######## design 1 ########
$ cat src/rtl/cdc_fifo_pkg.sv
`default_nettype none
// ============================================================================
//  Module      : cdc_fifo_pkg
//  Description : Shared widths, types and helpers for the CDC FIFO read-side
//                drain master (cdc_fifo_drain and cdc_fifo_rdclk_gen).
//  Contents    : NIBBLE_W / BYTE_W widths, nibble_t / byte_t typedefs,
//                default read-clock half period, nibble packing helper.
//  Revision    : 1.0 - initial release
// ============================================================================
package cdc_fifo_pkg;

    localparam int NIBBLE_W         = 4;
    localparam int BYTE_W           = 8;

    // Default number of clk cycles per read_clock half-period.
    localparam int CLK_HALF_DEFAULT = 2;

    typedef logic [NIBBLE_W-1:0] nibble_t;
    typedef logic [BYTE_W-1:0]   byte_t;

    // Assemble a byte from two nibbles in pop order. With low_first set the
    // earlier nibble lands in the low half of the byte.
    function automatic byte_t pack_nibbles(
        input nibble_t first_nib,
        input nibble_t second_nib,
        input logic    low_first
    );
        byte_t result;
        if (low_first) begin
            result = {second_nib, first_nib};
        end else begin
            result = {first_nib, second_nib};
        end
        return result;
    endfunction

endpackage : cdc_fifo_pkg
`default_nettype wire

$ cat src/rtl/cdc_fifo_rdclk_gen.sv
`default_nettype none
// ============================================================================
//  Module      : cdc_fifo_rdclk_gen
//  Description : Divides clk down to the FIFO read clock and flags the clk
//                cycles in which that read clock is about to rise or fall.
//  Ports       : clk             - system clock
//                rst_n           - asynchronous active-low reset
//                fifo_read_clock - registered read clock, 50% duty,
//                                  period 2*CLK_HALF clk cycles
//                rise_tick       - this cycle's edge makes read clock rise
//                fall_tick       - this cycle's edge makes read clock fall
//  Parameters  : CLK_HALF        - clk cycles per read clock half-period (>=2)
//  Revision    : 1.0 - initial release
// ============================================================================
module cdc_fifo_rdclk_gen
    import cdc_fifo_pkg::*;
#(
    parameter int CLK_HALF = CLK_HALF_DEFAULT
) (
    input  logic clk,
    input  logic rst_n,
    output logic fifo_read_clock,
    output logic rise_tick,
    output logic fall_tick
);

    localparam int               CNT_W      = (CLK_HALF > 2) ? $clog2(CLK_HALF) : 1;
    localparam logic [CNT_W-1:0] C_TERMINAL = CNT_W'(CLK_HALF - 1);
    localparam logic [CNT_W-1:0] C_ONE      = CNT_W'(1);

    logic [CNT_W-1:0] r_div;
    logic             r_read_clock;
    logic             w_terminal;

    assign w_terminal = (r_div == C_TERMINAL);

    // Free-running from reset release: count 0..CLK_HALF-1 and toggle the
    // read clock on every terminal count.
    always_ff @(posedge clk or negedge rst_n) begin
        if (!rst_n) begin
            r_div        <= '0;
            r_read_clock <= 1'b0;
        end else if (w_terminal) begin
            r_div        <= '0;
            r_read_clock <= ~r_read_clock;
        end else begin
            r_div        <= r_div + C_ONE;
        end
    end

    assign fifo_read_clock = r_read_clock;
    assign rise_tick       = w_terminal && !r_read_clock;
    assign fall_tick       = w_terminal &&  r_read_clock;

endmodule : cdc_fifo_rdclk_gen
`default_nettype wire

$ cat src/rtl/cdc_fifo_drain.sv
`default_nettype none
// ============================================================================
//  Module      : cdc_fifo_drain
//  Description : Read-side master for the nibble-wide CDC FIFO. Generates the
//                FIFO read clock from clk, pops nibbles on read clock falling
//                ticks, pairs them into bytes and offers them on a
//                valid/ready stream.
//  Ports       : clk                 - system clock (only clock used)
//                rst_n               - asynchronous active-low reset
//                enable              - 1 allows new pops
//                fifo_empty          - FIFO empty flag (read clock domain)
//                fifo_read_data[3:0] - FIFO head nibble (fall-through)
//                fifo_read_clock     - generated read clock (registered)
//                fifo_read_increment - pop request (registered)
//                out_data[7:0]       - assembled byte
//                out_valid           - out_data holds a byte
//                out_ready           - consumer accepts byte on valid&&ready
//                nibble_pending      - one nibble waiting for its partner
//  Optional    : CDC_FIFO_DRAIN_STATS_EN adds
//                byte_count[7:0]     - saturating handshake counter
//                underrun            - sticky: FIFO ran dry mid-byte
//  Parameters  : CLK_HALF  - clk cycles per read clock half-period (>=2)
//                LOW_FIRST - 1: first popped nibble -> out_data[3:0]
//                            0: first popped nibble -> out_data[7:4]
//  Revision    : 1.0 - initial release
// ============================================================================
module cdc_fifo_drain
    import cdc_fifo_pkg::*;
#(
    parameter int CLK_HALF  = CLK_HALF_DEFAULT,
    parameter int LOW_FIRST = 1
) (
    input  logic                clk,
    input  logic                rst_n,
    input  logic                enable,
    input  logic                fifo_empty,
    input  logic [NIBBLE_W-1:0] fifo_read_data,
    output logic                fifo_read_clock,
    output logic                fifo_read_increment,
    output logic [BYTE_W-1:0]   out_data,
    output logic                out_valid,
    input  logic                out_ready,
    output logic                nibble_pending
`ifdef CDC_FIFO_DRAIN_STATS_EN
    ,
    output logic [7:0]          byte_count,
    output logic                underrun
`endif
);

    localparam logic C_LOW_FIRST = (LOW_FIRST != 0);

    logic    w_rise_tick;
    logic    w_fall_tick;

    logic    r_armed;
    logic    r_increment;
    logic    r_pending;
    logic    r_valid;
    nibble_t r_held;
    byte_t   r_data;

    logic    w_space;
    logic    w_pop;
    logic    w_load;
    logic    w_accept;

    cdc_fifo_rdclk_gen #(
        .CLK_HALF        (CLK_HALF)
    ) u_rdclk_gen (
        .clk             (clk),
        .rst_n           (rst_n),
        .fifo_read_clock (fifo_read_clock),
        .rise_tick       (w_rise_tick),
        .fall_tick       (w_fall_tick)
    );

    // The FIFO flags are only meaningful once the FIFO has seen at least one
    // read clock rising edge since reset; the first fall tick always follows
    // that rise, so this only guards against decisions on a stale fall tick.
    always_ff @(posedge clk or negedge rst_n) begin
        if (!rst_n) begin
            r_armed <= 1'b0;
        end else if (w_rise_tick) begin
            r_armed <= 1'b1;
        end
    end

    always_comb begin
        // A second nibble may only be popped if the byte it completes has
        // somewhere to go: the output register is free or leaving this cycle.
        w_space  = !r_pending || !r_valid || out_ready;
        w_pop    = w_fall_tick && r_armed && enable && !fifo_empty && w_space;
        w_load   = w_pop && r_pending;
        w_accept = r_valid && out_ready;
    end

    // Pop request only changes on fall ticks, so it is held across exactly
    // one read clock rising edge per pop.
    always_ff @(posedge clk or negedge rst_n) begin
        if (!rst_n) begin
            r_increment <= 1'b0;
        end else if (w_fall_tick) begin
            r_increment <= w_pop;
        end
    end

    // Nibble pairing: the first nibble of a byte is parked in r_held, the
    // second completes the byte straight into the output register.
    always_ff @(posedge clk or negedge rst_n) begin
        if (!rst_n) begin
            r_held    <= '0;
            r_pending <= 1'b0;
        end else if (w_pop) begin
            if (!r_pending) begin
                r_held    <= fifo_read_data;
                r_pending <= 1'b1;
            end else begin
                r_pending <= 1'b0;
            end
        end
    end

    // Stream register: a load in the handshake cycle keeps valid high with
    // the new byte; otherwise a handshake empties the register.
    always_ff @(posedge clk or negedge rst_n) begin
        if (!rst_n) begin
            r_data  <= '0;
            r_valid <= 1'b0;
        end else if (w_load) begin
            r_data  <= pack_nibbles(r_held, fifo_read_data, C_LOW_FIRST);
            r_valid <= 1'b1;
        end else if (w_accept) begin
            r_valid <= 1'b0;
        end
    end

    assign fifo_read_increment = r_increment;
    assign out_data            = r_data;
    assign out_valid           = r_valid;
    assign nibble_pending      = r_pending;

`ifdef CDC_FIFO_DRAIN_STATS_EN
    logic [7:0] r_byte_count;
    logic       r_underrun;

    always_ff @(posedge clk or negedge rst_n) begin
        if (!rst_n) begin
            r_byte_count <= 8'h00;
        end else if (w_accept && (r_byte_count != 8'hFF)) begin
            r_byte_count <= r_byte_count + 8'h01;
        end
    end

    // Sticky: the FIFO went dry while half a byte was waiting.
    always_ff @(posedge clk or negedge rst_n) begin
        if (!rst_n) begin
            r_underrun <= 1'b0;
        end else if (w_fall_tick && enable && fifo_empty && r_pending) begin
            r_underrun <= 1'b1;
        end
    end

    assign byte_count = r_byte_count;
    assign underrun   = r_underrun;
`endif

endmodule : cdc_fifo_drain
`default_nettype wire

$ cat config.mk
export PLATFORM = sky130hd
export DESIGN_NAME = cdc_fifo_drain
export DESIGN_NICKNAME = d
export VERILOG_FILES = /design/src/rtl/cdc_fifo_pkg.sv /design/src/rtl/cdc_fifo_rdclk_gen.sv /design/src/rtl/cdc_fifo_drain.sv
export SDC_FILE = /design/constraint.sdc
export NUM_CORES = 1
export LEC_CHECK = 0
export ABC_AREA = 1
export ABC_CLOCK_PERIOD_IN_PS = 2300
export CORE_MARGIN = 2
export CORE_UTILIZATION = 36
export CTS_BUF_LIST = sky130_fd_sc_hd__clkbuf_8
export CTS_CLUSTER_DIAMETER = 200
export DETAILED_ROUTE_END_ITERATION = 8
export SLEW_MARGIN = 10
export SYNTH_ARGS = -nofsm -noshare
export SYNTH_HDL_FRONTEND = slang
export SYNTH_HIERARCHICAL = 1
export SYNTH_SLANG_ARGS = --single-unit
$ cat constraint.sdc
create_clock -name clk -period 2.3 [get_ports clk]
set_input_delay 0.345 -clock clk [delete_from_list [all_inputs] [get_ports clk]]
set_output_delay 0.345 -clock clk [all_outputs]
set_load 0.02 [all_outputs]
######## design 2 ########
===== src/rtl/generic_store_pkg.sv =====
`default_nettype none
// ============================================================================
//  Module   : generic_store_pkg
//  Purpose  : Shared constants and helpers for generic_array_store.
//             - MODE_REJECT / MODE_OVERWRITE overflow policy encodings
//             - wrap_add(): (a + b) mod depth by compare-subtract, valid for
//               a < depth and b <= depth, so no power-of-two depth is assumed
//  Revision : 1.0  initial release
// ============================================================================
package generic_store_pkg;

   localparam int MODE_REJECT    = 0;
   localparam int MODE_OVERWRITE = 1;

   function automatic logic [31:0] wrap_add(input logic [31:0] a,
                                            input logic [31:0] b,
                                            input logic [31:0] depth);
      logic [31:0] s;
      s = a + b;
      if (s >= depth) s = s - depth;
      return s;
   endfunction

endpackage
`default_nettype wire


===== src/rtl/generic_store_mem.sv =====
`default_nettype none
// ============================================================================
//  Module   : generic_store_mem
//  Purpose  : Simple dual-port RAM, DATA_W x DEPTH, one write port and one
//             registered read port. A read and a write to the same slot on
//             the same edge return the old contents.
//  Ports    : clk                  - clock, rising edge
//             i_we/i_waddr/i_wdata - write port
//             i_re/i_raddr         - read request, address
//             o_rdata              - read data, valid the cycle after i_re
//  Revision : 1.0  initial release
// ============================================================================
module generic_store_mem #(
   parameter int DATA_W = 32,
   parameter int DEPTH  = 8,
   parameter int ADDR_W = $clog2(DEPTH)
) (
   input  logic              clk,
   input  logic              i_we,
   input  logic [ADDR_W-1:0] i_waddr,
   input  logic [DATA_W-1:0] i_wdata,
   input  logic              i_re,
   input  logic [ADDR_W-1:0] i_raddr,
   output logic [DATA_W-1:0] o_rdata
);

   logic [DATA_W-1:0] r_mem [DEPTH];

   always_ff @(posedge clk) begin
      if (i_we) r_mem[i_waddr] <= i_wdata;
      if (i_re) o_rdata <= r_mem[i_raddr];
   end

endmodule
`default_nettype wire


===== src/rtl/generic_array_store.sv =====
`default_nettype none
// ============================================================================
//  Module   : generic_array_store
//  Purpose  : Append-ordered indexed store. Elements enter through a
//             valid/ready port and are read back by logical index
//             (0 = oldest) with one-cycle latency. MODE selects reject-when-
//             full or overwrite-oldest. Optional macro
//             GENERIC_ARRAY_STORE_ERRCNT_EN adds a saturating 16-bit count
//             of out-of-range read results (o_err_count).
//  Ports    : clk, rst_n (async, active-low)
//             i_add_valid, i_add_data, o_add_ready  - append port
//             i_rd_en, i_rd_idx                     - read request
//             o_rd_valid, o_rd_data, o_rd_err       - read result (+1 cycle)
//             i_clear                               - synchronous empty
//             o_count, o_empty, o_full, o_overflow  - status
//             o_err_count (macro only)              - error read counter
//  Revision : 1.0  initial release
// ============================================================================
module generic_array_store
   import generic_store_pkg::*;
#(
   parameter int DATA_W = 32,
   parameter int DEPTH  = 8,
   parameter int MODE   = 0
) (
   input  logic                       clk,
   input  logic                       rst_n,
   input  logic                       i_add_valid,
   input  logic [DATA_W-1:0]          i_add_data,
   output logic                       o_add_ready,
   input  logic                       i_rd_en,
   input  logic [$clog2(DEPTH+1)-1:0] i_rd_idx,
   output logic                       o_rd_valid,
   output logic [DATA_W-1:0]          o_rd_data,
   output logic                       o_rd_err,
   input  logic                       i_clear,
   output logic [$clog2(DEPTH+1)-1:0] o_count,
   output logic                       o_empty,
   output logic                       o_full,
   output logic                       o_overflow
`ifdef GENERIC_ARRAY_STORE_ERRCNT_EN
   ,
   output logic [15:0]                o_err_count
`endif
);

   localparam int   CNT_W  = $clog2(DEPTH+1);
   localparam int   PTR_W  = $clog2(DEPTH);
   localparam logic OVR_EN = (MODE == MODE_OVERWRITE);

   logic [CNT_W-1:0]  r_count;
   logic [PTR_W-1:0]  r_head;
   logic              r_overflow;
   logic              r_rd_valid;
   logic              r_rd_err;

   logic              w_full;
   logic              w_accept;
   logic              w_rd_oor;
   logic [PTR_W-1:0]  w_wr_slot;
   logic [PTR_W-1:0]  w_rd_slot;
   logic [PTR_W-1:0]  w_head_nxt;
   logic [DATA_W-1:0] w_mem_rdata;

   assign w_full   = (r_count == CNT_W'(DEPTH));
   // add_ready depends on clear and state only, never on add_valid.
   assign o_add_ready = !i_clear && (!w_full || OVR_EN);
   assign w_accept    = i_add_valid && o_add_ready;

   // When full, head + count wraps back onto head: the overwrite slot.
   assign w_wr_slot  = PTR_W'(wrap_add(32'(r_head), 32'(r_count), 32'(DEPTH)));
   assign w_head_nxt = PTR_W'(wrap_add(32'(r_head), 32'd1, 32'(DEPTH)));

   // Out-of-range indices are parked on slot 0 so the RAM is never
   // addressed outside its depth; the result is masked anyway.
   assign w_rd_oor  = (i_rd_idx >= r_count);
   assign w_rd_slot = w_rd_oor ? '0
                    : PTR_W'(wrap_add(32'(r_head), 32'(i_rd_idx), 32'(DEPTH)));

   always_ff @(posedge clk or negedge rst_n) begin
      if (!rst_n) begin
         r_count    <= '0;
         r_head     <= '0;
         r_overflow <= 1'b0;
      end else if (i_clear) begin
         r_count    <= '0;
         r_head     <= '0;
         r_overflow <= 1'b0;
      end else if (w_accept && w_full) begin
         r_head     <= w_head_nxt;
         r_overflow <= 1'b1;
      end else if (w_accept) begin
         r_count    <= r_count + CNT_W'(1);
         r_overflow <= 1'b0;
      end else begin
         r_overflow <= 1'b0;
      end
   end

   always_ff @(posedge clk or negedge rst_n) begin
      if (!rst_n) begin
         r_rd_valid <= 1'b0;
         r_rd_err   <= 1'b0;
      end else begin
         r_rd_valid <= i_rd_en;
         r_rd_err   <= i_rd_en && w_rd_oor;
      end
   end

   // The RAM read and write share an edge, so a read of the slot being
   // overwritten returns the pre-overwrite element.
   generic_store_mem #(
      .DATA_W (DATA_W),
      .DEPTH  (DEPTH),
      .ADDR_W (PTR_W)
   ) u_mem (
      .clk     (clk),
      .i_we    (w_accept),
      .i_waddr (w_wr_slot),
      .i_wdata (i_add_data),
      .i_re    (i_rd_en && !w_rd_oor),
      .i_raddr (w_rd_slot),
      .o_rdata (w_mem_rdata)
   );

   assign o_rd_valid = r_rd_valid;
   assign o_rd_err   = r_rd_err;
   assign o_rd_data  = (r_rd_valid && !r_rd_err) ? w_mem_rdata : '0;
   assign o_count    = r_count;
   assign o_empty    = (r_count == '0);
   assign o_full     = w_full;
   assign o_overflow = r_overflow;

`ifdef GENERIC_ARRAY_STORE_ERRCNT_EN
   logic [15:0] r_err_count;

   // Only rst_n clears the error history; i_clear deliberately does not.
   always_ff @(posedge clk or negedge rst_n) begin
      if (!rst_n)
         r_err_count <= '0;
      else if (r_rd_err && (r_err_count != 16'hFFFF))
         r_err_count <= r_err_count + 16'd1;
   end

   assign o_err_count = r_err_count;
`endif

endmodule
`default_nettype wire

===== config.mk =====
export PLATFORM = sky130hd
export DESIGN_NAME = generic_array_store
export DESIGN_NICKNAME = d
export VERILOG_FILES = /design/src/rtl/generic_store_pkg.sv /design/src/rtl/generic_store_mem.sv /design/src/rtl/generic_array_store.sv
export SDC_FILE = /design/constraint.sdc
export NUM_CORES = 1
export LEC_CHECK = 0
export CAP_MARGIN = 20
export CORE_MARGIN = 8
export CORE_UTILIZATION = 63
export DETAILED_ROUTE_END_ITERATION = 8
export GPL_TIMING_DRIVEN = 0
export PLACE_DENSITY_LB_ADDON = 0.3
export SYNTH_ARGS = -nofsm -noshare
export SYNTH_HDL_FRONTEND = slang
export SYNTH_SLANG_ARGS = --single-unit

===== constraint.sdc =====
create_clock -name clk -period 12.19 [get_ports clk]
set_clock_uncertainty 0.15 [all_clocks]
set_input_delay 1.219 -clock clk [delete_from_list [all_inputs] [get_ports clk]]
set_output_delay 1.219 -clock clk [all_outputs]
set_load 0.01 [all_outputs]


==> screenshots <==
Cell area per tile.
shot_01.png
The die is cut into 15 by 15 equal tiles; white is low, dark blue is high, 0 to 100% covered.
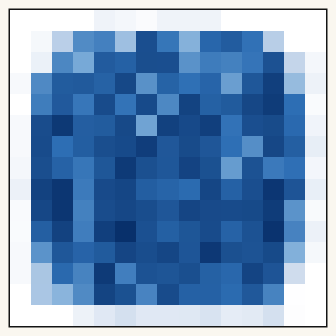
shot_02.png
The die is cut into 10 by 10 equal tiles; white is low, dark blue is high, 0 to 100% covered.
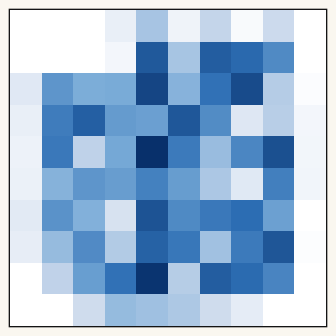
design 2: shot_01.png
design 1: shot_02.png
- highest utilization: shot_01.png

Key to shot_01.png:
mean over tiles: 59%
nearly empty tiles: 10%
tiles over 75% full: 51%
densest ninth of the die: center

Figure 1. Placed cells, one color a class (design 1).
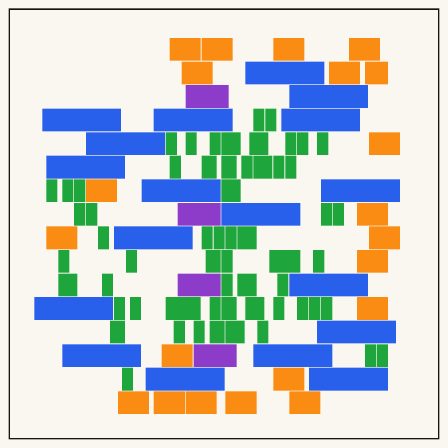
legend:
  purple:
    class: clock drivers and dummy loads
    cells: 4
    share_of_their_area: 5.6%
  green:
    class: remaining logic cells
    cells: 60
    share_of_their_area: 27%
  blue:
    class: sequential cells
    cells: 18
    share_of_their_area: 46%
  orange:
    class: remaining buffers and delay cells
    cells: 21
    share_of_their_area: 21%
sequential share of cell area: 44.3%
Final Util: 51.8%

==> Slide: Implementation Results, design 1 <==
Run Summary

Routing
  • DRC viols: 0
  • Max Used Layer: met4
  • Routed len/inst: 10.9 µm
  • Wire length on met1: 639 µm
  • Via-per-instance ratio: 4.57

Power
  • Sw power: 0.246 mW
  • P_comb: 0.197 mW
  • Comb pwr share: 22.8%

Timing
  • TNS Setup: 0 ns
  • Pins over their slew limit: 0
  • Max transition margin: 73.9%
  • Clk_skew: 0.00186 ns

Synth
  • YS chip area: 743 µm²
  • Yosys cell count: 81
  • Post-Synth Adder-Cell Area: 0%
  • Commonest cells post-synth: nand2_1, dfrtp_1, nand4_1, inv_1, nand3_1
  • Post-synth seq share: 60.6%
  • Top cell area share: 60.6%
  • Syn avg cell area: 9.18 µm²

Place
  • Port bufs: 20

Floorplanning
  • Chip height: 49.4 µm
  • Starting Density: 37.9%

Setup path
  • Type of element capturing the critical path: output port
  • CP peak stage delay: 0.69 ns
  • Worst path cell trace: clkdlybuf4s50_1

CTS
  • Post-CTS Hold Fix Bufs: 0
  • Number of CTS-inserted buffers: 3
  • H-tree depth: 1

Cells and area
  • Layout cells sized above 1: 8.74%
  • Fillcell total: 220
  • Fin cells: 130

Global routing
  • GRT busiest layer: met2
  • Grt met1 use: 17.1%

Outcome
  • Status: complete, no violations
## design 1: worst reg2reg max path, stage by stage, from the launching register on
cell and delay [ns]:
dfrtp_1 0.39, nand2_1 0.07, inv_1 0.06, nand2_1 0.08
nor2_4 0.28, nand3_2 0.22, nand2_1 0.11, nand2_1 0.05
## design 1: sequential cells by signal (all words and copies together), names as in the netlist
| register | flops |
|---|---|
| fifo_read_increment | 1 |
| out_data | 8 |
| out_valid | 1 |
| nibble_pending | 1 |
| r_held | 4 |
| r_armed | 1 |
| u_rdclk_gen/r_div | 1 |
| u_rdclk_gen/fifo_read_clock | 1 |
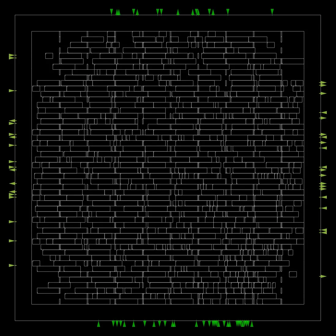
Figure 2: design 2, cell outlines without signal wires.
core area: 18,500 µm²
sequential share of cell area: 63.5%
row count: 50
fillcell total: 1,002
fin cells: 1,001

==> Slide: Implementation Results, design 2 <==
Run Summary

Worst hold path
  • Hold depth: 2

Cells and area
  • Leading cell kind: sequential cells
  • Layout cells sized above 1: 20.3%

Global routing
  • First-pass GRT wire length: 38,300 µm

Synth
  • Synth Area in XOR/XNOR: 0.588%
  • Registers, synthesis: 298
  • Yosys cell count: 623
  • Mux frac, synth: 9.24%

Setup path
  • CP peak stage delay: 0.55 ns
  • Crit path DAT: 2.67 ns
  • Slowest CP cell: clkdlybuf4s50_1
  • CP top delay family: buffers and inverters

Power
  • P_clk: 0.882 mW

Routing
  • Via-per-instance ratio: 6.23

Timing
  • Fmax: 248 MHz

Floorplanning
  • Starting Density: 63.4%

Place
  • Post-placement cell count: 950

CTS
  • Clock latency (worst-skew pair): 0.53 ns

Outcome
  • Status: complete, no violations
==> design 2: layer usage <==
metal / GRT usage [%] / vias to the layer above / share of wire [%]
met5: 0 / - / 0
met2: 37.0 / 271 / 51
li1: - / 2709 / -
met4: 6.47 / 0 / 2.4
met3: 3.89 / 52 / 6.6
met1: 27.4 / 3207 / 40
==> design 2: registers in the layout, indices dropped and copies added (netlist names) <==
register / flops
o_rd_valid: 1
o_overflow: 1
r_head: 3
u_mem.o_rdata: 32
u_mem.r_mem: 256
o_rd_err: 1
o_count: 4


==> screenshots <==
Sequential cells grouped by signal name.
panel A
Scale bar: 50 µm. Other sequential cells in the stronger gray, the rest of the logic in the fainter gray.
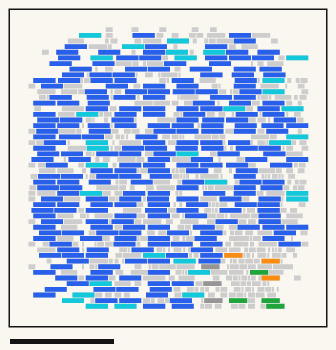
panel B
Scale bar: 10 µm. Other sequential cells in the stronger gray, the rest of the logic in the fainter gray.
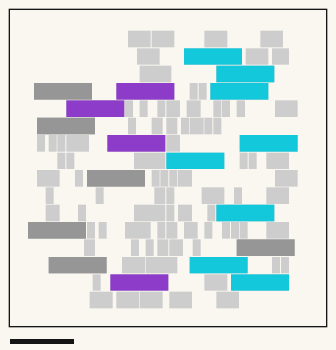
design 1 -> panel B
design 2 -> panel A
The one with the most sequential cells is panel A.
The one with the largest die is panel A.

Key to panel B:
legend:
  cyan:
    signal: `out_data`
    sequential_cells: 8
  purple:
    signal: `r_held`
    sequential_cells: 4
not colored: 6

Power and IR drop assume default switching activity.
